# ---- multi_fifo_drain_arb ----
multi_fifo_drain_arb, power grid:
(6 px per µm) Pins as bars on the die edge. Tap cells in gray.
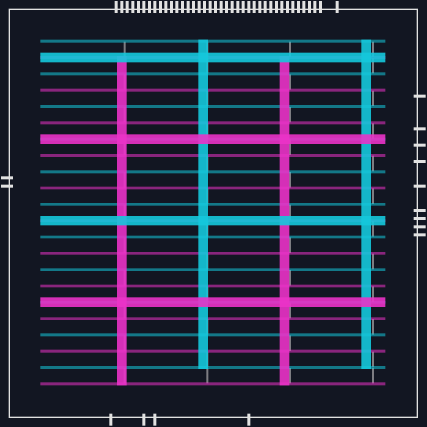

`src/rtl/multi_fifo_drain_arb_pkg.sv`:
```
// Shared types and helpers for the multi-FIFO drain arbiter: FSM states,
// OUT_SRC width derivation and the rotate-and-find-first search.
package multi_fifo_drain_pkg;

    typedef enum logic [1:0] {
        IDLE  = 2'd0,
        FETCH = 2'd1,
        SEND  = 2'd2
    } state_t;

    localparam int MAX_FIFOS = 64;
    localparam int MAX_IDX_W = 6;

    function automatic int src_width(input int n);
        return (n > 2) ? $clog2(n) : 1;
    endfunction

    // First set bit of req[n-1:0] searching upward from start and wrapping; -1 if none.
    function automatic int find_first_from(input logic [MAX_FIFOS-1:0] req,
                                           input int n, input int start);
        int idx;
        int found;
        found = -1;
        for (int k = MAX_FIFOS - 1; k >= 0; k--) begin
            if (k < n) begin
                idx = start + k;
                if (idx >= n) idx = idx - n;
                if (req[idx[MAX_IDX_W-1:0]]) found = idx;
            end
        end
        return found;
    endfunction

endpackage

```
`src/rtl/multi_fifo_drain_arb_rr_grant.sv`:
```
// Grant selector for the drain arbiter. Round-robin by default; defining
// MFD_STRICT_PRIO_EN switches to fixed lowest-index-first priority.
module rr_grant
    import multi_fifo_drain_pkg::*;
#(
    parameter int NUM_FIFOS = 4,
    parameter int SRC_WIDTH = 2
) (
    input  logic                 clk,
    input  logic                 rst,
    input  logic [NUM_FIFOS-1:0] req,
    input  logic                 advance,
    output logic [SRC_WIDTH-1:0] grant,
    output logic                 any_req
);

    logic [MAX_FIFOS-1:0] req_ext;
    int                   start;
    int                   sel;

`ifdef MFD_STRICT_PRIO_EN
    logic strict_unused;
    assign strict_unused = ^{clk, rst, advance};
    assign start = 0;
`else
    logic [SRC_WIDTH-1:0] last_grant;

    // Reset to the top index so FIFO 0 is the first one searched.
    always_ff @(posedge clk) begin
        if (rst)
            last_grant <= SRC_WIDTH'(NUM_FIFOS - 1);
        else if (advance)
            last_grant <= grant;
    end

    assign start = (int'(last_grant) >= NUM_FIFOS - 1) ? 0 : int'(last_grant) + 1;
`endif

    always_comb begin
        req_ext = '0;
        req_ext[NUM_FIFOS-1:0] = req;
        sel = find_first_from(req_ext, NUM_FIFOS, start);
    end

    assign any_req = |req;
    assign grant   = (sel < 0) ? '0 : SRC_WIDTH'(sel);

endmodule

```
`src/rtl/multi_fifo_drain_arb.sv`:
```
// Pops NUM_FIFOS FIFOs one word at a time and merges them into a single
// valid/ready stream tagged with the source index. Macro: MFD_STRICT_PRIO_EN.
module multi_fifo_drain_arb
    import multi_fifo_drain_pkg::*;
#(
    parameter  int DATA_WIDTH = 8,
    parameter  int NUM_FIFOS  = 4,
    localparam int SRC_WIDTH  = src_width(NUM_FIFOS)
) (
    input  logic                           CLK,
    input  logic                           RST,
    input  logic [NUM_FIFOS-1:0]           FIFO_EMPTY,
    input  logic [NUM_FIFOS*DATA_WIDTH-1:0] FIFO_DOUT,
    output logic [NUM_FIFOS-1:0]           FIFO_RD_EN,
    output logic                           OUT_VALID,
    input  logic                           OUT_READY,
    output logic [DATA_WIDTH-1:0]          OUT_DATA,
    output logic [SRC_WIDTH-1:0]           OUT_SRC
);

    state_t                 state;
    state_t                 next_state;
    logic [NUM_FIFOS-1:0]   req;
    logic [NUM_FIFOS-1:0]   rd_en;
    logic [SRC_WIDTH-1:0]   grant;
    logic [SRC_WIDTH-1:0]   pending;
    logic                   any_req;
    logic                   advance;
    logic [DATA_WIDTH-1:0]  dout_sel;

    assign req        = ~FIFO_EMPTY;
    assign advance    = |rd_en;
    assign FIFO_RD_EN = rd_en;

    rr_grant #(
        .NUM_FIFOS (NUM_FIFOS),
        .SRC_WIDTH (SRC_WIDTH)
    ) u_grant (
        .clk     (CLK),
        .rst     (RST),
        .req     (req),
        .advance (advance),
        .grant   (grant),
        .any_req (any_req)
    );

    // A new pop is only issued when the output slot is free or being freed this cycle.
    always_comb begin
        next_state = state;
        rd_en      = '0;
        if (!RST) begin
            case (state)
                IDLE: begin
                    if (any_req) begin
                        rd_en[grant] = 1'b1;
                        next_state   = FETCH;
                    end
                end
                FETCH: next_state = SEND;
                SEND: begin
                    if (OUT_READY) begin
                        if (any_req) begin
                            rd_en[grant] = 1'b1;
                            next_state   = FETCH;
                        end else begin
                            next_state = IDLE;
                        end
                    end
                end
                default: next_state = IDLE;
            endcase
        end
    end

    always_comb begin
        dout_sel = '0;
        for (int i = 0; i < NUM_FIFOS; i++) begin
            if (pending == SRC_WIDTH'(i))
                dout_sel = FIFO_DOUT[i*DATA_WIDTH +: DATA_WIDTH];
        end
    end

    always_ff @(posedge CLK) begin
        if (RST) begin
            state     <= IDLE;
            pending   <= '0;
            OUT_VALID <= 1'b0;
            OUT_DATA  <= '0;
            OUT_SRC   <= '0;
        end else begin
            state <= next_state;
            if (advance)
                pending <= grant;
            case (state)
                FETCH: begin
                    OUT_DATA  <= dout_sel;
                    OUT_SRC   <= pending;
                    OUT_VALID <= 1'b1;
                end
                SEND: begin
                    if (OUT_READY)
                        OUT_VALID <= 1'b0;
                end
                default: OUT_VALID <= 1'b0;
            endcase
        end
    end

endmodule
```
`config.mk`:
```
export PLATFORM = sky130hd
export DESIGN_NAME = multi_fifo_drain_arb
export DESIGN_NICKNAME = d
export VERILOG_FILES = /design/src/rtl/multi_fifo_drain_arb_pkg.sv /design/src/rtl/multi_fifo_drain_arb_rr_grant.sv /design/src/rtl/multi_fifo_drain_arb.sv
export SDC_FILE = /design/constraint.sdc
export NUM_CORES = 1
export LEC_CHECK = 0
export ABC_CLOCK_PERIOD_IN_PS = 3000
export CAP_MARGIN = 10
export CORE_MARGIN = 5
export CORE_UTILIZATION = 38
export CTS_BUF_LIST = sky130_fd_sc_hd__clkbuf_16
export CTS_CLUSTER_DIAMETER = 120
export DETAILED_ROUTE_END_ITERATION = 8
export GPL_TIMING_DRIVEN = 0
export PLACE_DENSITY = 0.84
export SETUP_SLACK_MARGIN = 0.1
export SYNTH_ARGS = -nofsm -noshare
export SYNTH_HDL_FRONTEND = slang
export SYNTH_HIERARCHICAL = 1
export SYNTH_SLANG_ARGS = --single-unit
```
`constraint.sdc`:
```
create_clock -name CLK -period 3 [get_ports CLK]
set_clock_uncertainty 0.15 [all_clocks]
set_input_delay 0.6 -clock CLK [delete_from_list [all_inputs] [get_ports CLK]]
set_output_delay 0.6 -clock CLK [all_outputs]
set_load 0.05 [all_outputs]
```
# ---- power_spectrum_streamer ----
<file path="config.mk">
export PLATFORM = sky130hd
export DESIGN_NAME = power_spectrum_streamer
export DESIGN_NICKNAME = d
export VERILOG_FILES = /design/src/rtl/mfcc_pkg.sv /design/src/rtl/cplx_power_sq.sv /design/src/rtl/power_spectrum_streamer.sv
export SDC_FILE = /design/constraint.sdc
export NUM_CORES = 2
export LEC_CHECK = 0
export ABC_AREA = 1
export CORE_MARGIN = 4
export CORE_UTILIZATION = 60
export DETAILED_ROUTE_END_ITERATION = 8
export GPL_ROUTABILITY_DRIVEN = 0
export PLACE_DENSITY_LB_ADDON = 0.08
export REMOVE_ABC_BUFFERS = 1
export SYNTH_ARGS = -nofsm -noshare
export SYNTH_HDL_FRONTEND = slang
export SYNTH_SLANG_ARGS = --single-unit
</file>
<file path="constraint.sdc">
create_clock -name clk -period 14.1 [get_ports clk]
set_clock_uncertainty 0.15 [all_clocks]
set_input_delay 1.41 -clock clk [delete_from_list [all_inputs] [get_ports clk]]
set_output_delay 1.41 -clock clk [all_outputs]
set_load 0.02 [all_outputs]
</file>
<file path="src/rtl/mfcc_pkg.sv">
// mfcc_pkg: shared Q-format constants, saturation limit and streamer FSM states for the MFCC front end.
package mfcc_pkg;
    localparam int Q_IN = 15;
    localparam int Q_POW = 30;
    localparam int NUM_BINS = 23;
    localparam logic [31:0] POW_SAT = 32'h7FFFFFFF;
    typedef enum logic [1:0] {CAPTURE, DRAIN, SEND} state_t;
endpackage

</file>
<file path="src/rtl/cplx_power_sq.sv">
// cplx_power_sq: two-stage re^2+im^2 pipeline with logical right shift and Q30 saturation.
// Stage 1 registers the squares; stage 2 is combinational and lands in the caller's buffer.
module cplx_power_sq
    import mfcc_pkg::*;
#(
    parameter int IN_W = 16,
    parameter int OUT_W = 32,
    parameter int IDX_W = 5
) (
    input  logic                    clk,
    input  logic                    rst,
    input  logic signed [IN_W-1:0]  re,
    input  logic signed [IN_W-1:0]  im,
    input  logic                    in_valid,
    input  logic [IDX_W-1:0]        in_idx,
    input  logic [4:0]              shift,
    output logic [OUT_W-1:0]        pw,
    output logic                    pw_valid,
    output logic [IDX_W-1:0]        pw_idx
);
    localparam int SW = 2 * IN_W + 1;
    logic signed [2*IN_W-1:0] sq_re, sq_im;
    logic [SW-1:0] sum, sh;
    always_ff @(posedge clk) begin
        pw_valid <= rst ? 1'b0 : in_valid;
        sq_re <= re * re;
        sq_im <= im * im;
        pw_idx <= in_idx;
    end
    // Squares are never negative, so the sum is taken unsigned with one guard bit.
    assign sum = {1'b0, sq_re} + {1'b0, sq_im};
    assign sh = sum >> shift;
    assign pw = sh > SW'(POW_SAT) ? OUT_W'(POW_SAT) : OUT_W'(sh);
endmodule

</file>
<file path="src/rtl/power_spectrum_streamer.sv">
// power_spectrum_streamer: captures one frame of FFT bin powers and replays it as a contiguous stream.
// Build option POWER_SHIFT_EN adds pow_shift, a per-frame right shift applied before saturation.
module power_spectrum_streamer
    import mfcc_pkg::*;
#(
    parameter int NUM_BINS = mfcc_pkg::NUM_BINS,
    parameter int IN_W = 16,
    parameter int OUT_W = 32
) (
    input  logic                    clk,
    input  logic                    rst,
    input  logic signed [IN_W-1:0]  fft_re,
    input  logic signed [IN_W-1:0]  fft_im,
    input  logic                    fft_valid,
    input  logic                    fft_last,
    output logic                    fft_ready,
`ifdef POWER_SHIFT_EN
    input  logic [4:0]              pow_shift,
`endif
    output logic [OUT_W-1:0]        pow_out,
    output logic                    pow_valid,
    output logic                    pow_last,
    input  logic                    out_ready,
    output logic                    err_short
);
    localparam int IDX_W = $clog2(NUM_BINS + 1);
    localparam logic [IDX_W-1:0] LAST = IDX_W'(NUM_BINS - 1);
    localparam logic [IDX_W-1:0] FULL = IDX_W'(NUM_BINS);
    state_t state, next;
    logic [IDX_W-1:0] wr_idx, rd_idx, pw_idx;
    logic [OUT_W-1:0] mem [NUM_BINS];
    logic [OUT_W-1:0] pw;
    logic [4:0] shift;
    logic xfer, fill, in_valid, pw_valid;
    assign fft_ready = state == CAPTURE && !rst;
    assign xfer = fft_valid && fft_ready;
    assign fill = state == DRAIN && wr_idx != FULL;
    assign in_valid = xfer || fill;
    always_comb begin
        next = state;
        next = state == CAPTURE ? (xfer && (fft_last || wr_idx == LAST) ? DRAIN : CAPTURE)
             : state == DRAIN ? (wr_idx == FULL && !pw_valid ? SEND : DRAIN)
             : (pow_valid && out_ready && pow_last ? CAPTURE : SEND);
    end
    always_ff @(posedge clk) begin
        state <= rst ? CAPTURE : next;
        wr_idx <= rst || state == SEND ? '0 : in_valid ? wr_idx + 1'b1 : wr_idx;
        err_short <= !rst && xfer && fft_last && wr_idx != LAST;
    end
`ifdef POWER_SHIFT_EN
    always_ff @(posedge clk) begin
        if (rst || (state == SEND && next == CAPTURE)) shift <= pow_shift;
    end
`else
    assign shift = '0;
`endif
    // Zero-fill after an early fft_last reuses the pipeline so the buffer keeps a single write port.
    cplx_power_sq #(.IN_W(IN_W), .OUT_W(OUT_W), .IDX_W(IDX_W)) u_sq (
        .clk(clk),
        .rst(rst),
        .re(fill ? '0 : fft_re),
        .im(fill ? '0 : fft_im),
        .in_valid(in_valid),
        .in_idx(wr_idx),
        .shift(shift),
        .pw(pw),
        .pw_valid(pw_valid),
        .pw_idx(pw_idx)
    );
    always_ff @(posedge clk) begin
        if (pw_valid) mem[pw_idx] <= pw;
    end
    always_ff @(posedge clk) begin
        if (rst) begin
            pow_out <= '0;
            pow_valid <= 1'b0;
            pow_last <= 1'b0;
            rd_idx <= '0;
        end else if (state != SEND) begin
            pow_valid <= 1'b0;
            pow_last <= 1'b0;
            rd_idx <= '0;
        end else if (!pow_valid || out_ready) begin
            pow_valid <= rd_idx != FULL;
            pow_last <= rd_idx == LAST;
            if (rd_idx != FULL) begin
                pow_out <= mem[rd_idx];
                rd_idx <= rd_idx + 1'b1;
            end
        end
    end
endmodule
</file>
multi_fifo_drain_arb, routed metal, one color a layer:
(6 px per µm)
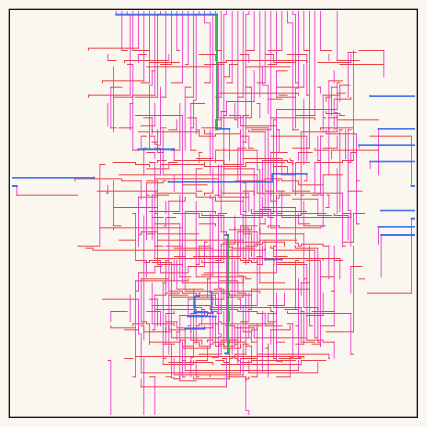
| color | layer | wire length |
|---|---|---|
| green | M4 | 38.8 µm |
| blue | M3 | 131 µm |
| red | M1 | 1630 µm |
| magenta | M2 | 2180 µm |
Total Routing Usage GR: 0.163
routed wire length: 3.98 mm

Notes on 'power grid' of multi_fifo_drain_arb above:
| color | net |
|---|---|
| magenta | VSS |
| cyan | VDD |
tap cells: 46
met4 straps: 4
signal pins: 54
met1 rails: 22
met5 straps: 4
total core area: 3280 µm²
Die Span Y: 67.8 µm

==> notes.md, multi_fifo_drain_arb <==
run results: met2 Use GR 0.292, FP Core Util 0.386, most frequent logic cell in the layout clkdlybuf4s50_1, Hold WC Path Type reg -> reg, PnR worst setup slack -0.314 ns, max frequency 0.302 GHz, Post-synth top cells nand2_1, dfxtp_1, a21oi_1, # setup viols final 4, Adder Area Share 0.0296, maximum number of pins on one net before global-route repair 11, Largest logic family simple AND/OR/NAND/NOR gates, drt wl/cell 15.5 µm, postcts setup bufs 10, Post-synth EDFFs 0, failing checks setup timing, syn avg cell area 8.99 µm², flop share of the area 0.156, clkbuf count 3, Comb/total area 0.451, Port Buffers 53, outcome complete, but fails checks, Yosys Warn Count 6
power_spectrum_streamer, the metal 4 layer:
(2 px per µm) Supply wires on this layer in gray. Cells faint in the background.
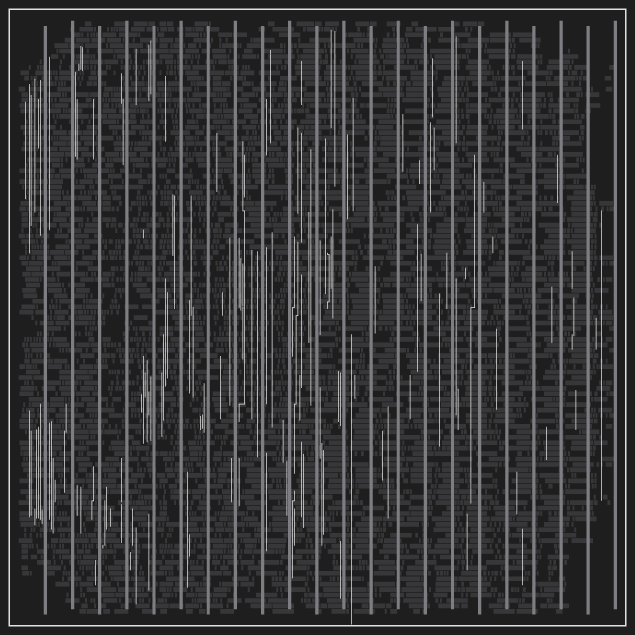
longest straight run: 145 µm
main direction: vertical
share of all routed wire: 4.3%
Vias: 37700
routed wire length: 138 mm

==> notes.md, power_spectrum_streamer <==
run results: Final ANT Viol Nets 0, outcome finished clean, Primary FF master, synth edfxtp_1, most frequent logic cell in the layout nand2_1, Yosys Warn Count 0, met2 Use GR 0.514, M3 GR Usage 0.0392, critical path buffer and inverter count 7, # setup viols final 0, flop share of the area 0.419, Layout area overhead 8.24%, most numerous logic cells after layout nand2_1, inv_1, edfxtp_1, nor2_1, fa_1, Die Area 94500 µm², Reg area 24400 µm², cell count after synthesis 5447, # diodes 0, vias per std cell between 5 and 6, Worst slew margin 0.256, worst r2r src wr_idx[0]$_SDFFE_PP0P_, yosys stat area 53800 µm², number of logic gates 3541, Crit Path Max Fanout 17, XOR Share, Synth 0.0140, clk slew on worst S/H paths 0.06 ns, Largest type area fraction 0.411, FP Core Util 0.607, max FFs per register 736, Non-clock buffers 114, CP delay by family, top adder cells, vias in the first global route roughly 38000, Worst R2R End u_sq.sq_re[27]$_DFF_P_

==> notes/layouts.md <==
Pictures saved along the way, in no particular order.

Register map, names as in the netlist.
image #1
(6 px per µm)
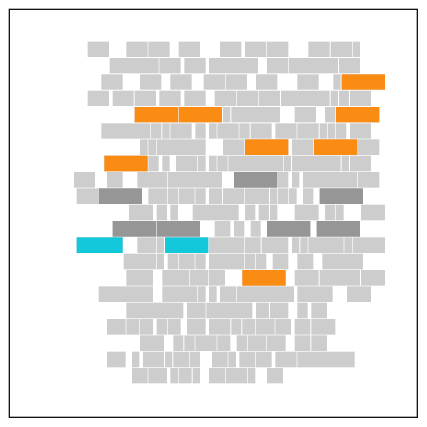
image #2
(1.5 px per µm)
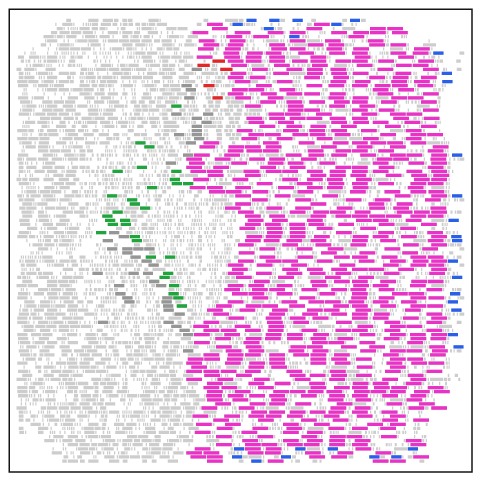
For multi_fifo_drain_arb, see image #1.


# ---- comp_test_sequencer ----
`config.mk`:
```
export PLATFORM = sky130hd
export DESIGN_NAME = comp_test_sequencer
export DESIGN_NICKNAME = d
export VERILOG_FILES = /design/src/rtl/comp_seq_pkg.sv /design/src/rtl/comp_test_sequencer_sync_2ff.sv /design/src/rtl/comp_test_sequencer.sv
export SDC_FILE = /design/constraint.sdc
export NUM_CORES = 1
export LEC_CHECK = 0
export CAP_MARGIN = 20
export CORE_MARGIN = 2
export CORE_UTILIZATION = 40
export CTS_CLUSTER_DIAMETER = 120
export CTS_CLUSTER_SIZE = 16
export DETAILED_ROUTE_END_ITERATION = 12
export GPL_TIMING_DRIVEN = 1
export PLACE_DENSITY_LB_ADDON = 0.05
export SYNTH_ARGS = -nofsm -noshare
export SYNTH_HDL_FRONTEND = slang
export SYNTH_SLANG_ARGS = --single-unit
```
`constraint.sdc`:
```
create_clock -name clk -period 4.3 [get_ports clk]
set_input_delay 0.645 -clock clk [delete_from_list [all_inputs] [get_ports clk]]
set_output_delay 0.645 -clock clk [all_outputs]
set_load 0.03 [all_outputs]
```
`src/rtl/comp_seq_pkg.sv`:
```
// Shared types and constants for the comparator characterization sequencer.
package comp_seq_pkg;

  typedef enum logic [2:0] {
    IDLE,
    SEARCH,
    SETTLE,
    PRBS,
    REPORT,
    DONE
  } state_t;

  localparam int unsigned FAIL_W       = 5;
  localparam int unsigned FAIL_TIMEOUT = 0;
  localparam int unsigned FAIL_PRBS    = 1;
  localparam int unsigned FAIL_SETUP   = 2;
  localparam int unsigned FAIL_HOLD    = 3;
  localparam int unsigned FAIL_LOST    = 4;

  function automatic int unsigned max3(input int unsigned a, input int unsigned b,
                                       input int unsigned c);
    int unsigned m;
    m = (a > b) ? a : b;
    return (m > c) ? m : c;
  endfunction

endpackage

```
`src/rtl/comp_test_sequencer_sync_2ff.sv`:
```
// Two-flop synchronizer bank for asynchronous status flags, reset to 0.
module sync_2ff #(
  parameter int unsigned W = 1
) (
  input  logic         clk,
  input  logic         rst,
  input  logic [W-1:0] d_i,
  output logic [W-1:0] q_o
);

  logic [W-1:0] meta_q;
  logic [W-1:0] sync_q;

  always_ff @(posedge clk or posedge rst) begin
    if (rst) begin
      meta_q <= '0;
      sync_q <= '0;
    end else begin
      meta_q <= d_i;
      sync_q <= meta_q;
    end
  end

  assign q_o = sync_q;

endmodule

```
`src/rtl/comp_test_sequencer.sv`:
```
// Sequences offset search, PRBS settle and a timed PRBS error window, then reports results.
module comp_test_sequencer
  import comp_seq_pkg::*;
#(
  parameter int unsigned SEARCH_TIMEOUT = 4096,
  parameter int unsigned SETTLE_CYC     = 16,
  parameter int unsigned PRBS_CYC       = 250,
  parameter int unsigned ERR_W          = 16
) (
  input  logic              clk,
  input  logic              rst,
  input  logic              start,
  input  logic              abort,
  input  logic              search_done,
  input  logic              prbs_err,
  input  logic              setup_viol,
  input  logic              hold_viol,
  output logic              search_en,
  output logic              prbs_en,
  output logic              busy,
  output logic              done,
  output logic              pass,
  output logic [FAIL_W-1:0] fail_mask,
  output logic [ERR_W-1:0]  err_count
);

  localparam int unsigned CNT_MAX = max3(SEARCH_TIMEOUT, SETTLE_CYC, PRBS_CYC);
  localparam int unsigned CW      = (CNT_MAX > 1) ? $clog2(CNT_MAX) : 1;

  localparam logic [CW-1:0] SEARCH_LAST = CW'(SEARCH_TIMEOUT - 1);
  localparam logic [CW-1:0] SETTLE_LAST = CW'(SETTLE_CYC - 1);
  localparam logic [CW-1:0] PRBS_LAST   = CW'(PRBS_CYC - 1);

  logic [3:0] sync_s;
  logic       sdone_s;
  logic       perr_s;
  logic       setup_s;
  logic       hold_s;

  sync_2ff #(.W(4)) u_sync (
    .clk (clk),
    .rst (rst),
    .d_i ({hold_viol, setup_viol, prbs_err, search_done}),
    .q_o (sync_s)
  );

  assign sdone_s = sync_s[0];
  assign perr_s  = sync_s[1];
  assign setup_s = sync_s[2];
  assign hold_s  = sync_s[3];

  state_t            state_q, state_d;
  logic [CW-1:0]     cnt_q, cnt_d;
  logic [FAIL_W-1:0] fail_q, fail_d;
  logic [ERR_W-1:0]  err_q, err_d;
  logic              search_en_q, search_en_d;
  logic              prbs_en_q, prbs_en_d;
  logic              pass_q, pass_d;

  always_ff @(posedge clk or posedge rst) begin
    if (rst) begin
      state_q     <= IDLE;
      cnt_q       <= '0;
      fail_q      <= '0;
      err_q       <= '0;
      search_en_q <= 1'b0;
      prbs_en_q   <= 1'b0;
      pass_q      <= 1'b0;
    end else begin
      state_q     <= state_d;
      cnt_q       <= cnt_d;
      fail_q      <= fail_d;
      err_q       <= err_d;
      search_en_q <= search_en_d;
      prbs_en_q   <= prbs_en_d;
      pass_q      <= pass_d;
    end
  end

  always_comb begin
    state_d = state_q;
    cnt_d   = cnt_q + CW'(1);
    fail_d  = fail_q;
    err_d   = err_q;

    case (state_q)
      IDLE, DONE: begin
        cnt_d = '0;
        if (start) begin
          state_d = SEARCH;
          fail_d  = '0;
          err_d   = '0;
        end
      end
      SEARCH: begin
        if (sdone_s) begin
          state_d = SETTLE;
          cnt_d   = '0;
        end else if (cnt_q == SEARCH_LAST) begin
          state_d              = REPORT;
          fail_d[FAIL_TIMEOUT] = 1'b1;
        end
      end
      SETTLE: begin
        if (!sdone_s) begin
          state_d           = REPORT;
          fail_d[FAIL_LOST] = 1'b1;
        end else if (cnt_q == SETTLE_LAST) begin
          state_d = PRBS;
          cnt_d   = '0;
        end
      end
      PRBS: begin
        // Status from this cycle is folded in even when the window is cut short.
        if (perr_s) begin
          fail_d[FAIL_PRBS] = 1'b1;
          if (err_q != '1) err_d = err_q + ERR_W'(1);
        end
        if (setup_s) fail_d[FAIL_SETUP] = 1'b1;
        if (hold_s)  fail_d[FAIL_HOLD]  = 1'b1;
        if (!sdone_s) begin
          state_d           = REPORT;
          fail_d[FAIL_LOST] = 1'b1;
        end else if (cnt_q == PRBS_LAST) begin
          state_d = REPORT;
        end
      end
      REPORT: begin
        state_d = DONE;
        cnt_d   = '0;
      end
      default: begin
        state_d = IDLE;
        cnt_d   = '0;
      end
    endcase

    if (abort) begin
      state_d = IDLE;
      cnt_d   = '0;
      fail_d  = '0;
      err_d   = '0;
    end

    search_en_d = (state_d == SEARCH) || (state_d == SETTLE) || (state_d == PRBS);
    prbs_en_d   = (state_d == SETTLE) || (state_d == PRBS);
    pass_d      = (state_d == DONE) && (fail_d == '0);
  end

  assign search_en = search_en_q;
  assign prbs_en   = prbs_en_q;
  assign pass      = pass_q;
  assign busy      = (state_q != IDLE) && (state_q != DONE);
  assign done      = (state_q == DONE);
  assign fail_mask = fail_q;
  assign err_count = err_q;

endmodule

```
# ---- mpu_cmd_sched_flat ----
File: src/rtl/mpu_cmd_sched_if.sv
`default_nettype none
// ============================================================================
// Module   : mpu_cmd_sched_if
// Brief    : Command, issue and status signals between decoder, scheduler, MPU.
// Revision : 1.0
// ============================================================================
interface mpu_cmd_sched_if #(
    parameter int BIAS_W      = 24,
    parameter int QUEUE_DEPTH = 4
);
    localparam int LVL_W = $clog2(QUEUE_DEPTH) + 1;

    logic              in_valid;
    logic              in_ready;
    logic              in_op;
    logic              in_buffer_a_b;
    logic [4:0]        in_a_idx;
    logic [4:0]        in_b_idx;
    logic [BIAS_W-1:0] in_bias;
    logic [7:0]        in_activation;
    logic [7:0]        in_pooling;

    logic              load;
    logic              multiply;
    logic              buffer_a_b;
    logic [4:0]        buffer_a_idx;
    logic [4:0]        buffer_b_idx;
    logic [BIAS_W-1:0] bias;
    logic [7:0]        activation;
    logic [7:0]        pooling;
    logic              mpu_ready;

    logic              invalidate;
    logic              cmd_error;
    logic [1:0]        err_code;
    logic              busy;
    logic [LVL_W-1:0]  queue_level;

    modport slave (
        input  in_valid, in_op, in_buffer_a_b, in_a_idx, in_b_idx, in_bias,
               in_activation, in_pooling, mpu_ready, invalidate,
        output in_ready, load, multiply, buffer_a_b, buffer_a_idx, buffer_b_idx,
               bias, activation, pooling, cmd_error, err_code, busy, queue_level
    );

    modport master (
        output in_valid, in_op, in_buffer_a_b, in_a_idx, in_b_idx, in_bias,
               in_activation, in_pooling, mpu_ready, invalidate,
        input  in_ready, load, multiply, buffer_a_b, buffer_a_idx, buffer_b_idx,
               bias, activation, pooling, cmd_error, err_code, busy, queue_level
    );
endinterface
`default_nettype wire

File: src/rtl/mpu_cmd_sched.sv
`default_nettype none
// ============================================================================
// Module   : mpu_cmd_sched
// Brief    : In-order LOAD/MULTIPLY command queue with loaded-buffer scoreboard.
// Revision : 1.0
// ============================================================================
module mpu_cmd_sched #(
    parameter int BUFFER_CNT  = 4,
    parameter int QUEUE_DEPTH = 4,
    parameter int BIAS_W      = 24
) (
    input  logic            clk,
    input  logic            rst,
    mpu_cmd_sched_if.slave  bus
);
    localparam int         PTR_W       = $clog2(QUEUE_DEPTH);
    localparam int         LVL_W       = PTR_W + 1;
    localparam logic [5:0] c_BUF_LIMIT = 6'(BUFFER_CNT);

    typedef struct packed {
        logic              op;
        logic              ab;
        logic [4:0]        a_idx;
        logic [4:0]        b_idx;
        logic [BIAS_W-1:0] bias;
        logic [7:0]        act;
        logic [7:0]        pool;
    } cmd_t;

    typedef enum logic [1:0] {
        S_IDLE      = 2'd0,
        S_WAIT_LOW  = 2'd1,
        S_WAIT_HIGH = 2'd2
    } state_t;

    cmd_t              r_mem [QUEUE_DEPTH];
    logic [PTR_W-1:0]  r_wr_ptr;
    logic [PTR_W-1:0]  r_rd_ptr;
    logic [LVL_W-1:0]  r_count;

    state_t            r_state;
    logic [31:0]       r_loaded_a;
    logic [31:0]       r_loaded_b;
    logic              r_load;
    logic              r_multiply;
    logic              r_buffer_a_b;
    logic [4:0]        r_buffer_a_idx;
    logic [4:0]        r_buffer_b_idx;
    logic [BIAS_W-1:0] r_bias;
    logic [7:0]        r_activation;
    logic [7:0]        r_pooling;
    logic              r_cmd_error;
    logic [1:0]        r_err_code;

    cmd_t              w_in_cmd;
    cmd_t              w_head;
    logic              w_empty;
    logic              w_full;
    logic              w_push;
    logic              w_pop;
    logic              w_issue;
    logic              w_drop;
    logic [4:0]        w_load_idx;
    logic [1:0]        w_err;

    function automatic logic idx_ok(input logic [4:0] idx);
        return ({1'b0, idx} < c_BUF_LIMIT);
    endfunction

    assign w_in_cmd = '{op: bus.in_op, ab: bus.in_buffer_a_b, a_idx: bus.in_a_idx,
                        b_idx: bus.in_b_idx, bias: bus.in_bias,
                        act: bus.in_activation, pool: bus.in_pooling};
    assign w_head   = r_mem[r_rd_ptr];
    assign w_empty  = (r_count == '0);
    assign w_full   = (r_count == LVL_W'(QUEUE_DEPTH));
    assign w_push   = bus.in_valid && !w_full;

    // Head legality; scoreboard vectors are 32 wide so any 5-bit index is a safe read
    always_comb begin
        w_err      = 2'b00;
        w_load_idx = w_head.ab ? w_head.b_idx : w_head.a_idx;
        if (!w_head.op) begin
            if (!idx_ok(w_load_idx)) w_err = 2'b01;
        end else if (!idx_ok(w_head.a_idx) || !idx_ok(w_head.b_idx)) begin
            w_err = 2'b01;
        end else if (!(r_loaded_a[w_head.a_idx] && r_loaded_b[w_head.b_idx])) begin
            w_err = 2'b10;
        end
    end

    assign w_drop  = (r_state == S_IDLE) && !w_empty && (w_err != 2'b00);
    assign w_issue = (r_state == S_IDLE) && !w_empty && (w_err == 2'b00) && bus.mpu_ready;
    assign w_pop   = w_drop || w_issue;

    always_ff @(posedge clk) begin
        if (w_push) r_mem[r_wr_ptr] <= w_in_cmd;
    end

    always_ff @(posedge clk) begin
        if (rst) begin
            r_wr_ptr <= '0;
            r_rd_ptr <= '0;
            r_count  <= '0;
        end else begin
            if (w_push) r_wr_ptr <= r_wr_ptr + PTR_W'(1);
            if (w_pop)  r_rd_ptr <= r_rd_ptr + PTR_W'(1);
            r_count <= r_count + LVL_W'(w_push) - LVL_W'(w_pop);
        end
    end

    always_ff @(posedge clk) begin
        if (rst) begin
            r_state        <= S_IDLE;
            r_loaded_a     <= '0;
            r_loaded_b     <= '0;
            r_load         <= 1'b0;
            r_multiply     <= 1'b0;
            r_buffer_a_b   <= 1'b0;
            r_buffer_a_idx <= '0;
            r_buffer_b_idx <= '0;
            r_bias         <= '0;
            r_activation   <= '0;
            r_pooling      <= '0;
            r_cmd_error    <= 1'b0;
            r_err_code     <= 2'b00;
        end else begin
            r_load      <= 1'b0;
            r_multiply  <= 1'b0;
            r_cmd_error <= 1'b0;
            // The clear comes first so a same-cycle LOAD issue wins its bit
            if (bus.invalidate) begin
                r_loaded_a <= '0;
                r_loaded_b <= '0;
            end
            case (r_state)
                S_IDLE: begin
                    if (w_drop) begin
                        r_cmd_error <= 1'b1;
                        r_err_code  <= w_err;
                    end else if (w_issue) begin
                        r_load         <= !w_head.op;
                        r_multiply     <= w_head.op;
                        r_buffer_a_b   <= w_head.ab;
                        r_buffer_a_idx <= (!w_head.op && w_head.ab)  ? 5'd0 : w_head.a_idx;
                        r_buffer_b_idx <= (!w_head.op && !w_head.ab) ? 5'd0 : w_head.b_idx;
                        r_bias         <= w_head.bias;
                        r_activation   <= w_head.act;
                        r_pooling      <= w_head.pool;
                        if (!w_head.op) begin
                            if (w_head.ab) r_loaded_b[w_head.b_idx] <= 1'b1;
                            else           r_loaded_a[w_head.a_idx] <= 1'b1;
                        end
                        r_state <= S_WAIT_LOW;
                    end
                end
                S_WAIT_LOW:  if (!bus.mpu_ready) r_state <= S_WAIT_HIGH;
                S_WAIT_HIGH: if (bus.mpu_ready)  r_state <= S_IDLE;
                default:     r_state <= S_IDLE;
            endcase
        end
    end

    assign bus.in_ready     = !w_full;
    assign bus.load         = r_load;
    assign bus.multiply     = r_multiply;
    assign bus.buffer_a_b   = r_buffer_a_b;
    assign bus.buffer_a_idx = r_buffer_a_idx;
    assign bus.buffer_b_idx = r_buffer_b_idx;
    assign bus.bias         = r_bias;
    assign bus.activation   = r_activation;
    assign bus.pooling      = r_pooling;
    assign bus.cmd_error    = r_cmd_error;
    assign bus.err_code     = r_err_code;
    assign bus.busy         = (r_state != S_IDLE) || !w_empty;
    assign bus.queue_level  = r_count;
endmodule
`default_nettype wire

File: src/flat_wrapper.sv
// flat-port wrapper written by rule: the top's interface ports become plain ports
module mpu_cmd_sched_flat 
#(
    parameter int BUFFER_CNT  = 4,
    parameter int QUEUE_DEPTH = 4,
    parameter int BIAS_W      = 24
)
  (clk, rst, bus_in_valid, bus_in_op, bus_in_buffer_a_b, bus_in_a_idx, bus_in_b_idx, bus_in_bias, bus_in_activation, bus_in_pooling, bus_mpu_ready, bus_invalidate, bus_in_ready, bus_load, bus_multiply, bus_buffer_a_b, bus_buffer_a_idx, bus_buffer_b_idx, bus_bias, bus_activation, bus_pooling, bus_cmd_error, bus_err_code, bus_busy, bus_queue_level);
  mpu_cmd_sched_if #(.BIAS_W(BIAS_W), .QUEUE_DEPTH(QUEUE_DEPTH)) bus_i ();
  input  logic clk;
  input  logic rst;
  input wire logic [$bits(bus_i.in_valid)-1:0] bus_in_valid;
  input wire logic [$bits(bus_i.in_op)-1:0] bus_in_op;
  input wire logic [$bits(bus_i.in_buffer_a_b)-1:0] bus_in_buffer_a_b;
  input wire logic [$bits(bus_i.in_a_idx)-1:0] bus_in_a_idx;
  input wire logic [$bits(bus_i.in_b_idx)-1:0] bus_in_b_idx;
  input wire logic [$bits(bus_i.in_bias)-1:0] bus_in_bias;
  input wire logic [$bits(bus_i.in_activation)-1:0] bus_in_activation;
  input wire logic [$bits(bus_i.in_pooling)-1:0] bus_in_pooling;
  input wire logic [$bits(bus_i.mpu_ready)-1:0] bus_mpu_ready;
  input wire logic [$bits(bus_i.invalidate)-1:0] bus_invalidate;
  output wire logic [$bits(bus_i.in_ready)-1:0] bus_in_ready;
  output wire logic [$bits(bus_i.load)-1:0] bus_load;
  output wire logic [$bits(bus_i.multiply)-1:0] bus_multiply;
  output wire logic [$bits(bus_i.buffer_a_b)-1:0] bus_buffer_a_b;
  output wire logic [$bits(bus_i.buffer_a_idx)-1:0] bus_buffer_a_idx;
  output wire logic [$bits(bus_i.buffer_b_idx)-1:0] bus_buffer_b_idx;
  output wire logic [$bits(bus_i.bias)-1:0] bus_bias;
  output wire logic [$bits(bus_i.activation)-1:0] bus_activation;
  output wire logic [$bits(bus_i.pooling)-1:0] bus_pooling;
  output wire logic [$bits(bus_i.cmd_error)-1:0] bus_cmd_error;
  output wire logic [$bits(bus_i.err_code)-1:0] bus_err_code;
  output wire logic [$bits(bus_i.busy)-1:0] bus_busy;
  output wire logic [$bits(bus_i.queue_level)-1:0] bus_queue_level;
  assign bus_i.in_valid = bus_in_valid;
  assign bus_i.in_op = bus_in_op;
  assign bus_i.in_buffer_a_b = bus_in_buffer_a_b;
  assign bus_i.in_a_idx = bus_in_a_idx;
  assign bus_i.in_b_idx = bus_in_b_idx;
  assign bus_i.in_bias = bus_in_bias;
  assign bus_i.in_activation = bus_in_activation;
  assign bus_i.in_pooling = bus_in_pooling;
  assign bus_i.mpu_ready = bus_mpu_ready;
  assign bus_i.invalidate = bus_invalidate;
  assign bus_in_ready = bus_i.in_ready;
  assign bus_load = bus_i.load;
  assign bus_multiply = bus_i.multiply;
  assign bus_buffer_a_b = bus_i.buffer_a_b;
  assign bus_buffer_a_idx = bus_i.buffer_a_idx;
  assign bus_buffer_b_idx = bus_i.buffer_b_idx;
  assign bus_bias = bus_i.bias;
  assign bus_activation = bus_i.activation;
  assign bus_pooling = bus_i.pooling;
  assign bus_cmd_error = bus_i.cmd_error;
  assign bus_err_code = bus_i.err_code;
  assign bus_busy = bus_i.busy;
  assign bus_queue_level = bus_i.queue_level;
  mpu_cmd_sched #(.BUFFER_CNT(BUFFER_CNT), .QUEUE_DEPTH(QUEUE_DEPTH), .BIAS_W(BIAS_W)) u_core (.clk(clk), .rst(rst), .bus(bus_i));
endmodule
File: config.mk
export PLATFORM = sky130hd
export DESIGN_NAME = mpu_cmd_sched_flat
export DESIGN_NICKNAME = d
export VERILOG_FILES = /design/src/rtl/mpu_cmd_sched_if.sv /design/src/rtl/mpu_cmd_sched.sv /design/src/flat_wrapper.sv
export SDC_FILE = /design/constraint.sdc
export NUM_CORES = 1
export LEC_CHECK = 0
export CAP_MARGIN = 40
export CORE_MARGIN = 5
export CORE_UTILIZATION = 46
export CTS_BUF_LIST = sky130_fd_sc_hd__clkbuf_8
export CTS_CLUSTER_DIAMETER = 100
export DETAILED_ROUTE_END_ITERATION = 16
export PLACE_DENSITY = 0.72
export SLEW_MARGIN = 10
export SYNTH_ARGS = -nofsm -noshare
export SYNTH_HDL_FRONTEND = slang
export SYNTH_SLANG_ARGS = --single-unit
File: constraint.sdc
create_clock -name clk -period 5.25 [get_ports clk]
set_input_delay 0.525 -clock clk [delete_from_list [all_inputs] [get_ports clk]]
set_output_delay 0.525 -clock clk [all_outputs]
set_load 0.03 [all_outputs]
# ---- axis_stream_tester_flat ----
**src/rtl/axis_stream_tester_if.sv**
```systemverilog
// AXI4-Stream bundle shared by the generator (master) and checker (slave) ports
// of axis_stream_tester.
interface axis_stream_tester_if #(
    parameter int DATA_WIDTH = 32
) ();
    logic [DATA_WIDTH-1:0]   tdata;
    logic [DATA_WIDTH/8-1:0] tkeep;
    logic                    tlast;
    logic                    tvalid;
    logic                    tready;

    modport master (output tdata, output tkeep, output tlast, output tvalid, input tready);
    modport slave  (input tdata, input tkeep, input tlast, input tvalid, output tready);
endinterface

```
**src/rtl/axis_stream_tester.sv**
```systemverilog
// AXI4-Stream traffic generator and checker: emits NUM_PKTS packets of an
// incrementing pattern and checks a returned stream against the same pattern.
module axis_stream_tester #(
    parameter int                    DATA_WIDTH = 32,
    parameter int                    PKT_LEN    = 16,
    parameter int                    NUM_PKTS   = 4,
    parameter logic [DATA_WIDTH-1:0] SEED       = {DATA_WIDTH{1'b0}},
    parameter int                    IDLE_GAP   = 0
) (
    input  logic                 init_clk,
    input  logic                 s_axis_aresetn,
    input  logic                 start_write,
    input  logic                 start_read,
    axis_stream_tester_if.master m_axis,
    axis_stream_tester_if.slave  s_axis,
    output logic                 write_done,
    output logic                 read_done,
    output logic                 err,
    output logic [15:0]          err_cnt
);
    localparam int                    KW         = DATA_WIDTH / 8;
    localparam logic [31:0]           LAST_BEAT  = 32'(PKT_LEN * NUM_PKTS - 1);
    localparam logic [31:0]           LAST_POS   = 32'(PKT_LEN - 1);
    localparam logic [31:0]           GAP_LOAD   = (IDLE_GAP > 0) ? 32'(IDLE_GAP - 1) : 32'd0;
    localparam logic                  FIRST_LAST = (PKT_LEN == 1) ? 1'b1 : 1'b0;
    localparam logic [DATA_WIDTH-1:0] ONE        = {{(DATA_WIDTH-1){1'b0}}, 1'b1};

    typedef enum logic [1:0] {G_IDLE = 2'd0, G_SEND = 2'd1, G_GAP = 2'd2, G_DONE = 2'd3} g_state_e;
    typedef enum logic [1:0] {C_IDLE = 2'd0, C_RECV = 2'd1, C_DONE = 2'd2} c_state_e;

    function automatic logic [15:0] sat_inc16(input logic [15:0] v);
        return (v == 16'hFFFF) ? v : v + 16'd1;
    endfunction

    function automatic logic [31:0] pos_inc(input logic [31:0] p);
        return (p == LAST_POS) ? 32'd0 : p + 32'd1;
    endfunction

    g_state_e              g_state_q, g_state_d;
    logic [31:0]           beat_q, beat_d;
    logic [31:0]           pos_q, pos_d;
    logic [31:0]           gap_q, gap_d;
    logic [DATA_WIDTH-1:0] tdata_q, tdata_d;
    logic                  tlast_q, tlast_d;
    logic                  tvalid_q, tvalid_d;
    logic                  wdone_q, wdone_d;

    c_state_e              c_state_q, c_state_d;
    logic [31:0]           cbeat_q, cbeat_d;
    logic [31:0]           cpos_q, cpos_d;
    logic [DATA_WIDTH-1:0] exp_q, exp_d;
    logic                  tready_q, tready_d;
    logic                  err_q, err_d;
    logic [15:0]           cnt_q, cnt_d;
    logic                  rdone_q, rdone_d;
    logic                  mismatch_s;
    logic                  unused_tkeep_s;

    // Generator next-state: the beat only advances on a handshake, so outputs hold while stalled.
    always_comb begin
        g_state_d = g_state_q;
        beat_d    = beat_q;
        pos_d     = pos_q;
        gap_d     = gap_q;
        tdata_d   = tdata_q;
        tlast_d   = tlast_q;
        tvalid_d  = tvalid_q;
        wdone_d   = wdone_q;
        case (g_state_q)
            G_IDLE: begin
                if (start_write) begin
                    g_state_d = G_SEND;
                    beat_d    = 32'd0;
                    pos_d     = 32'd0;
                    tdata_d   = SEED;
                    tlast_d   = FIRST_LAST;
                    tvalid_d  = 1'b1;
                    wdone_d   = 1'b0;
                end else begin
                    tvalid_d  = 1'b0;
                end
            end
            G_SEND: begin
                if (m_axis.tready) begin
                    if (beat_q == LAST_BEAT) begin
                        g_state_d = G_DONE;
                        tvalid_d  = 1'b0;
                        tlast_d   = 1'b0;
                        wdone_d   = 1'b1;
                    end else begin
                        beat_d  = beat_q + 32'd1;
                        tdata_d = tdata_q + ONE;
                        pos_d   = pos_inc(pos_q);
                        if ((pos_q == LAST_POS) && (IDLE_GAP > 0)) begin
                            g_state_d = G_GAP;
                            tvalid_d  = 1'b0;
                            tlast_d   = 1'b0;
                            gap_d     = GAP_LOAD;
                        end else begin
                            tlast_d = (pos_inc(pos_q) == LAST_POS);
                        end
                    end
                end else begin
                    tvalid_d = 1'b1;
                end
            end
            G_GAP: begin
                // A fresh packet always starts at position 0.
                if (gap_q == 32'd0) begin
                    g_state_d = G_SEND;
                    tvalid_d  = 1'b1;
                    tlast_d   = FIRST_LAST;
                end else begin
                    gap_d = gap_q - 32'd1;
                end
            end
            G_DONE: begin
                if (!start_write) begin
                    g_state_d = G_IDLE;
                    wdone_d   = 1'b0;
                end else begin
                    wdone_d   = 1'b1;
                end
            end
            default: begin
                g_state_d = G_IDLE;
                tvalid_d  = 1'b0;
                tlast_d   = 1'b0;
                wdone_d   = 1'b0;
            end
        endcase
    end

    // Generator state and output registers.
    always_ff @(posedge init_clk or negedge s_axis_aresetn) begin
        if (!s_axis_aresetn) begin
            g_state_q <= G_IDLE;
            beat_q    <= 32'd0;
            pos_q     <= 32'd0;
            gap_q     <= 32'd0;
            tdata_q   <= {DATA_WIDTH{1'b0}};
            tlast_q   <= 1'b0;
            tvalid_q  <= 1'b0;
            wdone_q   <= 1'b0;
        end else begin
            g_state_q <= g_state_d;
            beat_q    <= beat_d;
            pos_q     <= pos_d;
            gap_q     <= gap_d;
            tdata_q   <= tdata_d;
            tlast_q   <= tlast_d;
            tvalid_q  <= tvalid_d;
            wdone_q   <= wdone_d;
        end
    end

    // Checker next-state: the expected counter follows handshakes only, never the received data.
    always_comb begin
        c_state_d  = c_state_q;
        cbeat_d    = cbeat_q;
        cpos_d     = cpos_q;
        exp_d      = exp_q;
        tready_d   = tready_q;
        err_d      = err_q;
        cnt_d      = cnt_q;
        rdone_d    = rdone_q;
        mismatch_s = 1'b0;
        case (c_state_q)
            C_IDLE: begin
                if (start_read) begin
                    c_state_d = C_RECV;
                    cbeat_d   = 32'd0;
                    cpos_d    = 32'd0;
                    exp_d     = SEED;
                    tready_d  = 1'b1;
                    err_d     = 1'b0;
                    cnt_d     = 16'd0;
                    rdone_d   = 1'b0;
                end else begin
                    tready_d  = 1'b0;
                end
            end
            C_RECV: begin
                if (s_axis.tvalid) begin
                    mismatch_s = (s_axis.tdata != exp_q) || (s_axis.tlast != (cpos_q == LAST_POS));
                    if (mismatch_s) begin
                        err_d = 1'b1;
                        cnt_d = sat_inc16(cnt_q);
                    end else begin
                        err_d = err_q;
                    end
                    exp_d   = exp_q + ONE;
                    cbeat_d = cbeat_q + 32'd1;
                    cpos_d  = pos_inc(cpos_q);
                    if (cbeat_q == LAST_BEAT) begin
                        c_state_d = C_DONE;
                        tready_d  = 1'b0;
                        rdone_d   = 1'b1;
                    end else begin
                        tready_d  = 1'b1;
                    end
                end else begin
                    tready_d = 1'b1;
                end
            end
            C_DONE: begin
                if (!start_read) begin
                    c_state_d = C_IDLE;
                    rdone_d   = 1'b0;
                end else begin
                    rdone_d   = 1'b1;
                end
            end
            default: begin
                c_state_d = C_IDLE;
                tready_d  = 1'b0;
                rdone_d   = 1'b0;
            end
        endcase
    end

    // Checker state and output registers.
    always_ff @(posedge init_clk or negedge s_axis_aresetn) begin
        if (!s_axis_aresetn) begin
            c_state_q <= C_IDLE;
            cbeat_q   <= 32'd0;
            cpos_q    <= 32'd0;
            exp_q     <= {DATA_WIDTH{1'b0}};
            tready_q  <= 1'b0;
            err_q     <= 1'b0;
            cnt_q     <= 16'd0;
            rdone_q   <= 1'b0;
        end else begin
            c_state_q <= c_state_d;
            cbeat_q   <= cbeat_d;
            cpos_q    <= cpos_d;
            exp_q     <= exp_d;
            tready_q  <= tready_d;
            err_q     <= err_d;
            cnt_q     <= cnt_d;
            rdone_q   <= rdone_d;
        end
    end

    assign m_axis.tdata   = tdata_q;
    assign m_axis.tkeep   = {KW{tvalid_q}};
    assign m_axis.tlast   = tlast_q;
    assign m_axis.tvalid  = tvalid_q;
    assign s_axis.tready  = tready_q;
    assign write_done     = wdone_q;
    assign read_done      = rdone_q;
    assign err            = err_q;
    assign err_cnt        = cnt_q;
    assign unused_tkeep_s = ^s_axis.tkeep;
endmodule

```
**src/flat_wrapper.sv**
```systemverilog
// flat-port wrapper written by rule: the top's interface ports become plain ports
module axis_stream_tester_flat 
#(
    parameter int                    DATA_WIDTH = 32,
    parameter int                    PKT_LEN    = 16,
    parameter int                    NUM_PKTS   = 4,
    parameter logic [DATA_WIDTH-1:0] SEED       = {DATA_WIDTH{1'b0}},
    parameter int                    IDLE_GAP   = 0
)
  (init_clk, s_axis_aresetn, start_write, start_read, write_done, read_done, err, err_cnt, m_axis_tdata, m_axis_tkeep, m_axis_tlast, m_axis_tvalid, m_axis_tready, s_axis_tdata, s_axis_tkeep, s_axis_tlast, s_axis_tvalid, s_axis_tready);
  axis_stream_tester_if #(.DATA_WIDTH(DATA_WIDTH)) m_axis_i ();
  axis_stream_tester_if #(.DATA_WIDTH(DATA_WIDTH)) s_axis_i ();
  input  logic init_clk;
  input  logic s_axis_aresetn;
  input  logic start_write;
  input  logic start_read;
  output logic write_done;
  output logic read_done;
  output logic err;
  output logic [15:0] err_cnt;
  output wire logic [$bits(m_axis_i.tdata)-1:0] m_axis_tdata;
  output wire logic [$bits(m_axis_i.tkeep)-1:0] m_axis_tkeep;
  output wire logic [$bits(m_axis_i.tlast)-1:0] m_axis_tlast;
  output wire logic [$bits(m_axis_i.tvalid)-1:0] m_axis_tvalid;
  input wire logic [$bits(m_axis_i.tready)-1:0] m_axis_tready;
  input wire logic [$bits(s_axis_i.tdata)-1:0] s_axis_tdata;
  input wire logic [$bits(s_axis_i.tkeep)-1:0] s_axis_tkeep;
  input wire logic [$bits(s_axis_i.tlast)-1:0] s_axis_tlast;
  input wire logic [$bits(s_axis_i.tvalid)-1:0] s_axis_tvalid;
  output wire logic [$bits(s_axis_i.tready)-1:0] s_axis_tready;
  assign m_axis_tdata = m_axis_i.tdata;
  assign m_axis_tkeep = m_axis_i.tkeep;
  assign m_axis_tlast = m_axis_i.tlast;
  assign m_axis_tvalid = m_axis_i.tvalid;
  assign m_axis_i.tready = m_axis_tready;
  assign s_axis_i.tdata = s_axis_tdata;
  assign s_axis_i.tkeep = s_axis_tkeep;
  assign s_axis_i.tlast = s_axis_tlast;
  assign s_axis_i.tvalid = s_axis_tvalid;
  assign s_axis_tready = s_axis_i.tready;
  axis_stream_tester #(.DATA_WIDTH(DATA_WIDTH), .PKT_LEN(PKT_LEN), .NUM_PKTS(NUM_PKTS), .SEED(SEED), .IDLE_GAP(IDLE_GAP)) u_core (.init_clk(init_clk), .s_axis_aresetn(s_axis_aresetn), .start_write(start_write), .start_read(start_read), .m_axis(m_axis_i), .s_axis(s_axis_i), .write_done(write_done), .read_done(read_done), .err(err), .err_cnt(err_cnt));
endmodule
```
**config.mk**
```make
export PLATFORM = sky130hd
export DESIGN_NAME = axis_stream_tester_flat
export DESIGN_NICKNAME = d
export VERILOG_FILES = /design/src/rtl/axis_stream_tester_if.sv /design/src/rtl/axis_stream_tester.sv /design/src/flat_wrapper.sv
export SDC_FILE = /design/constraint.sdc
export NUM_CORES = 1
export LEC_CHECK = 0
export CORE_UTILIZATION = 59
export CTS_CLUSTER_DIAMETER = 200
export DETAILED_ROUTE_END_ITERATION = 10
export GPL_TIMING_DRIVEN = 1
export PLACE_DENSITY = 0.86
export SLEW_MARGIN = 30
export SYNTH_ARGS = -nofsm -noshare
export SYNTH_HDL_FRONTEND = slang
export SYNTH_SLANG_ARGS = --single-unit
```
**constraint.sdc**
```tcl
create_clock -name init_clk -period 3.6 [get_ports init_clk]
set_clock_uncertainty 0.1 [all_clocks]
set_input_delay 0.72 -clock init_clk [delete_from_list [all_inputs] [get_ports init_clk]]
set_output_delay 0.72 -clock init_clk [all_outputs]
set_load 0.01 [all_outputs]
```
comp_test_sequencer, cell area per tile:
(4 px per µm) The die is cut into 8 by 8 equal tiles; white is low, dark blue is high, 0 to 100% covered.
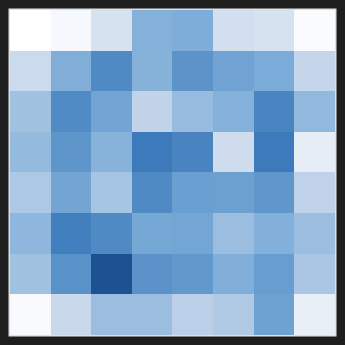
densest ninth of the die: center
nearly empty tiles: 1.6%
mean over tiles: 43%
fullest tile: 87%
tiles over 75% full: 1.6%
Final Util: 0.498
FP Core Util: 0.408
total core area: 5850 µm²

comp_test_sequencer, power grid:
(4 px per µm) Pins as bars on the die edge. Tap cells in gray.
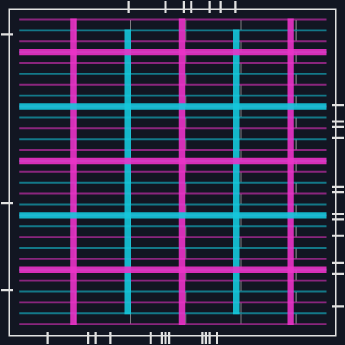
| color | net |
|---|---|
| magenta | VSS |
| cyan | VDD |
tap cells: 75
met5 straps: 5
Die Span Y: 81.3 µm
VDD IR-drop max: 0.165 mV

==> notes.md, comp_test_sequencer <==
run results: outcome finished clean, Slew Limit Fails 0, design area 2910 µm², R2R Setup Slk 1.99 ns, Total Routing Usage GR 0.185, Pwr Total 853 µW, Post-synth EDFFs 0, Critical Path Start state_q[0]$_DFF_PP0_, Site Rows 28, max frequency 0.389 GHz, vias in the first global route 1968, Setup CP Type reg -> out, critical path cell sequence xnor2_1 > nand2_1 > clkdlybuf4s50_1, Largest type area fraction 0.493, worst path required time 3.65 ns, Overflow after GRT 0, Worst R2R End err_count[11]$_DFFE_PP0P_, Fin Clk Skew 0.00760 ns, Iteration-0 DRC Markers 82, Top Metal Used met4, Syn Nets 259, CP delay by family, top buffers and inverters, Seq share, synth 0.493, initial antenna violation count 0, Comb/total area 0.387, arrival time at the worst endpoint 1.93 ns, Crit Path Max Fanout 12
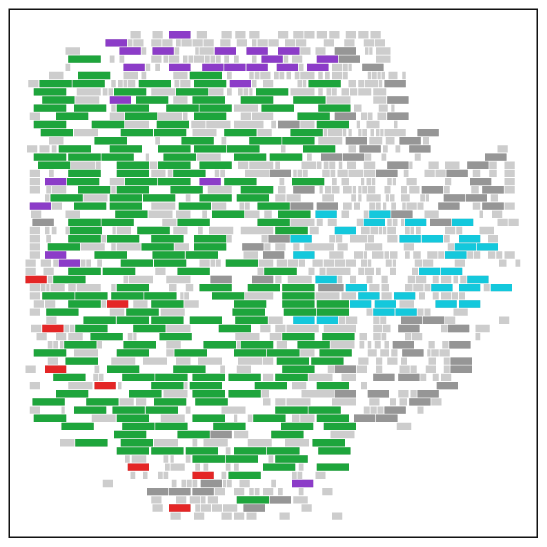
mpu_cmd_sched_flat: register map, names as in the netlist
(3 px per µm)
| color | name in the netlist | sequential cells |
|---|---|---|
| red | u_core.bus.pooling | 8 |
| green | u_core.r_mem | 208 |
| cyan | u_core.r_loaded_b | 32 |
| purple | u_core.bus.bias | 24 |
flop share of the area: 0.579
Reg area: 8870 µm²
Final Util: 0.568
Seq group: 3.19 mW

mpu_cmd_sched_flat, cell area per tile:
(2 px per µm) The die is cut into 18 by 18 equal tiles; white is low, dark blue is high, 0 to 100% covered.
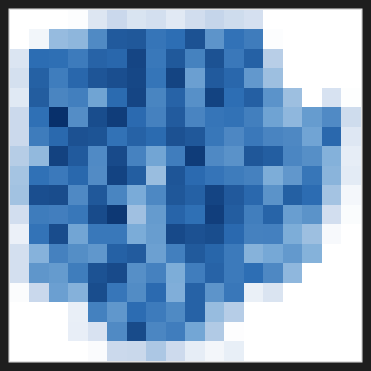
nearly empty tiles: 20%
mean over tiles: 48%
tiles over 75% full: 26%
fullest tile: 100%
FP Core Util: 0.468
total core area: 27000 µm²

==> notes.md, mpu_cmd_sched_flat <==
run results: placed cell area about 14000 µm², tap cells 341, Non-clock buffers 135, Worst path depth 15, Clk network pwr share 0.326, I/O pins 118, Hold EP u_core.r_loaded_a[0]$_SDFF_PP0_, R2R Setup Slk 0.81 ns, Adder Area Share 0.00755, sw power just under 2 mW, nature of the critical path endpoint flip-flop, Async SR Flop Fraction 0, Setup CP Type reg -> reg, Hold Fails Final Rpt 0, outcome finished clean, Post-Synthesis Cell Area 12600 µm², Clock Path Buffers 3, Top Metal Used met5, Port Buffers 117, leading area contributor after synthesis edfxtp_1, number of logged tool warnings 29, Die Area 30800 µm², flop count 339, unrepaired setup endpoints after global routing no, Setup TNS 0 ns, cell area power density 460 nW/µm², routed wire length approximately 26 mm, clk tree area frac 0.0738, count leader, synth edfxtp_1, Post-Layout Cell Count 1338, TritonCTS Sinks between 300 and 400, PnR worst setup slack 0.807 ns
axis_stream_tester_flat, clock nets:
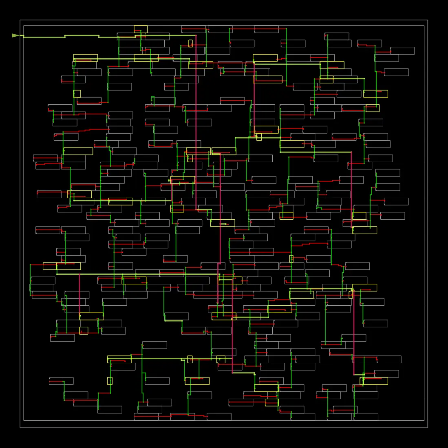
CTS Buf Count: 27
clock-net power: 2.80 mW
flop count: 250
worst-skew pair later-pin latency: 0.54 ns
TritonCTS Sinks: 250

==> notes.md, axis_stream_tester_flat <==
run results: hold_ws approximately 0.073 ns, worst stage delay on the critical path 0.53 ns, Final min period 3.04 ns, Post-synth top cells dfrtp_1, nor2_1, nand2_1, met2 Use GR 0.450, CTS Hold Bufs 0, Comb pwr share 0.252, Worst R2R End u_core.cpos_q[27]$_DFFE_PN0P_, critical path cell sequence inv_1 > ha_1 > mux2i_1 > nor4_2 > or4b_1 > nor2_1 > nand4_1 > xor2_1 > nor2_1, outcome finished clean, cell type taking the most area logic gates, Worst path slowest cell or4b_1, yosys cell count 1515, Worst R2R Path Depth 9, Syn Nets 1575, Worst slew margin 0.526, Reg area between 6000 and 7000 µm², Post-CTS Resized 0, worst setup path endpoint u_core.cpos_q[27]$_DFFE_PN0P_, worst r2r src u_core.c_state_q[1]$_DFFE_PN0P_, TritonRoute pass-1 iters 5, cell count after synthesis 1515, max frequency 0.329 GHz, Worst Setup Start Kind flip-flop, Final Util 0.705, most numerous logic cells after layout dfrtp_1, nor2_1, nand2_1, xor2_1, clkdlybuf4s50_1, clk tree area frac 0.0566, CP delay by family, top simple AND/OR/NAND/NOR gates, share of cells above drive strength 1 0.0674, M3 GR Usage 0.0392, most prevalent standard cell on the critical path nor2_1, Slew Limit Fails 0


==> layout pictures side by side <==
Routed metal, one color a layer.
(a)
(1.5 px per µm)
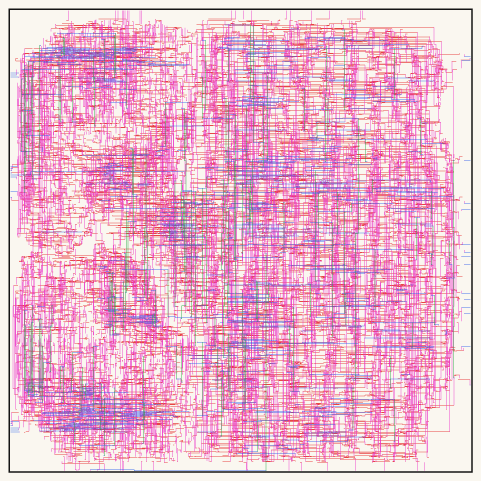
(b)
(3 px per µm)
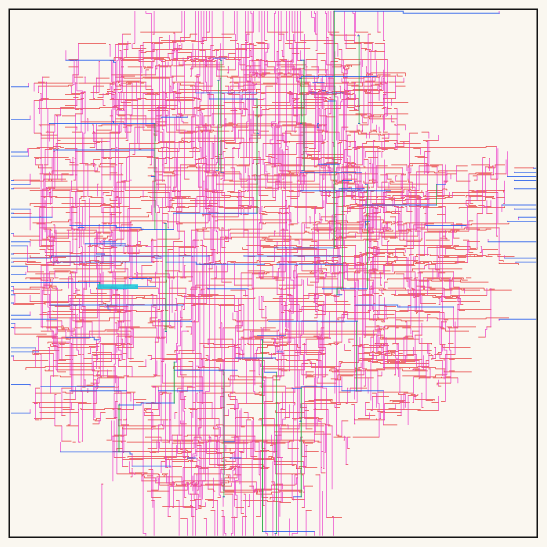
(c)
(6 px per µm)
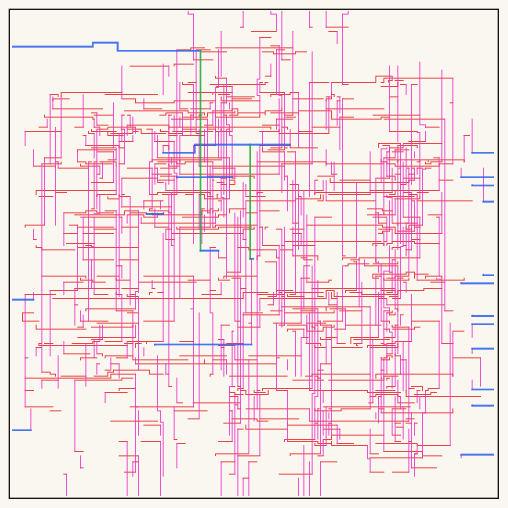
(d)
(3 px per µm)
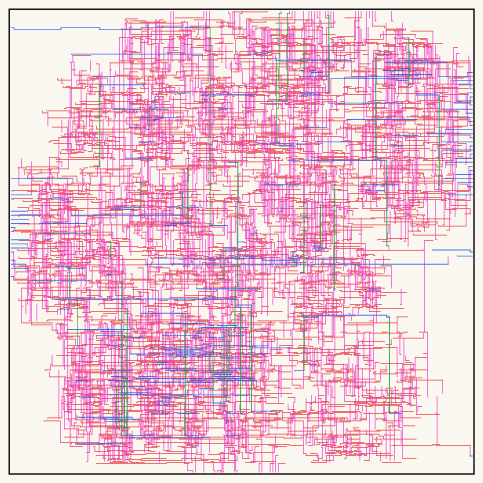
- largest die: (a)
- smallest die: (c)
mpu_cmd_sched_flat -> (b)
comp_test_sequencer -> (c)
axis_stream_tester_flat -> (d)
power_spectrum_streamer -> (a)

Key to (a):
| color | layer | wire length |
|---|---|---|
| green | M4 | 5940 µm |
| magenta | M2 | 68.1 mm |
| red | M1 | 53.6 mm |
| blue | M3 | 10000 µm |


==> screenshots <==
Cell area per tile.
panel A
(2 px per µm) The die is cut into 15 by 15 equal tiles; white is low, dark blue is high, 0 to 100% covered.
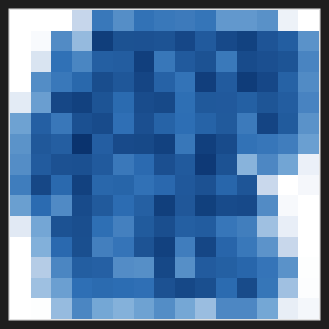
panel B
(1 px per µm) The die is cut into 31 by 31 equal tiles; white is low, dark blue is high, 0 to 100% covered.
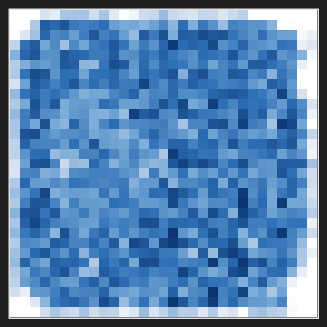
panel C
(6 px per µm) The die is cut into 7 by 7 equal tiles; white is low, dark blue is high, 0 to 100% covered.
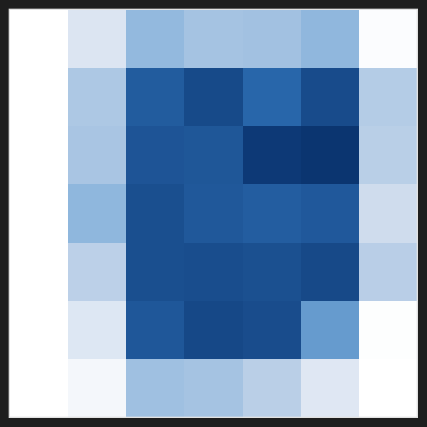
Of these, largest die: panel B
Of these, smallest die: panel C
power_spectrum_streamer: panel B
axis_stream_tester_flat: panel A
multi_fifo_drain_arb: panel C

Key to panel C:
nearly empty tiles: 20%
tiles over 75% full: 39%
emptiest ninth of the die: lower left

No activity file was given, so power comes from the tool's default toggle rates.
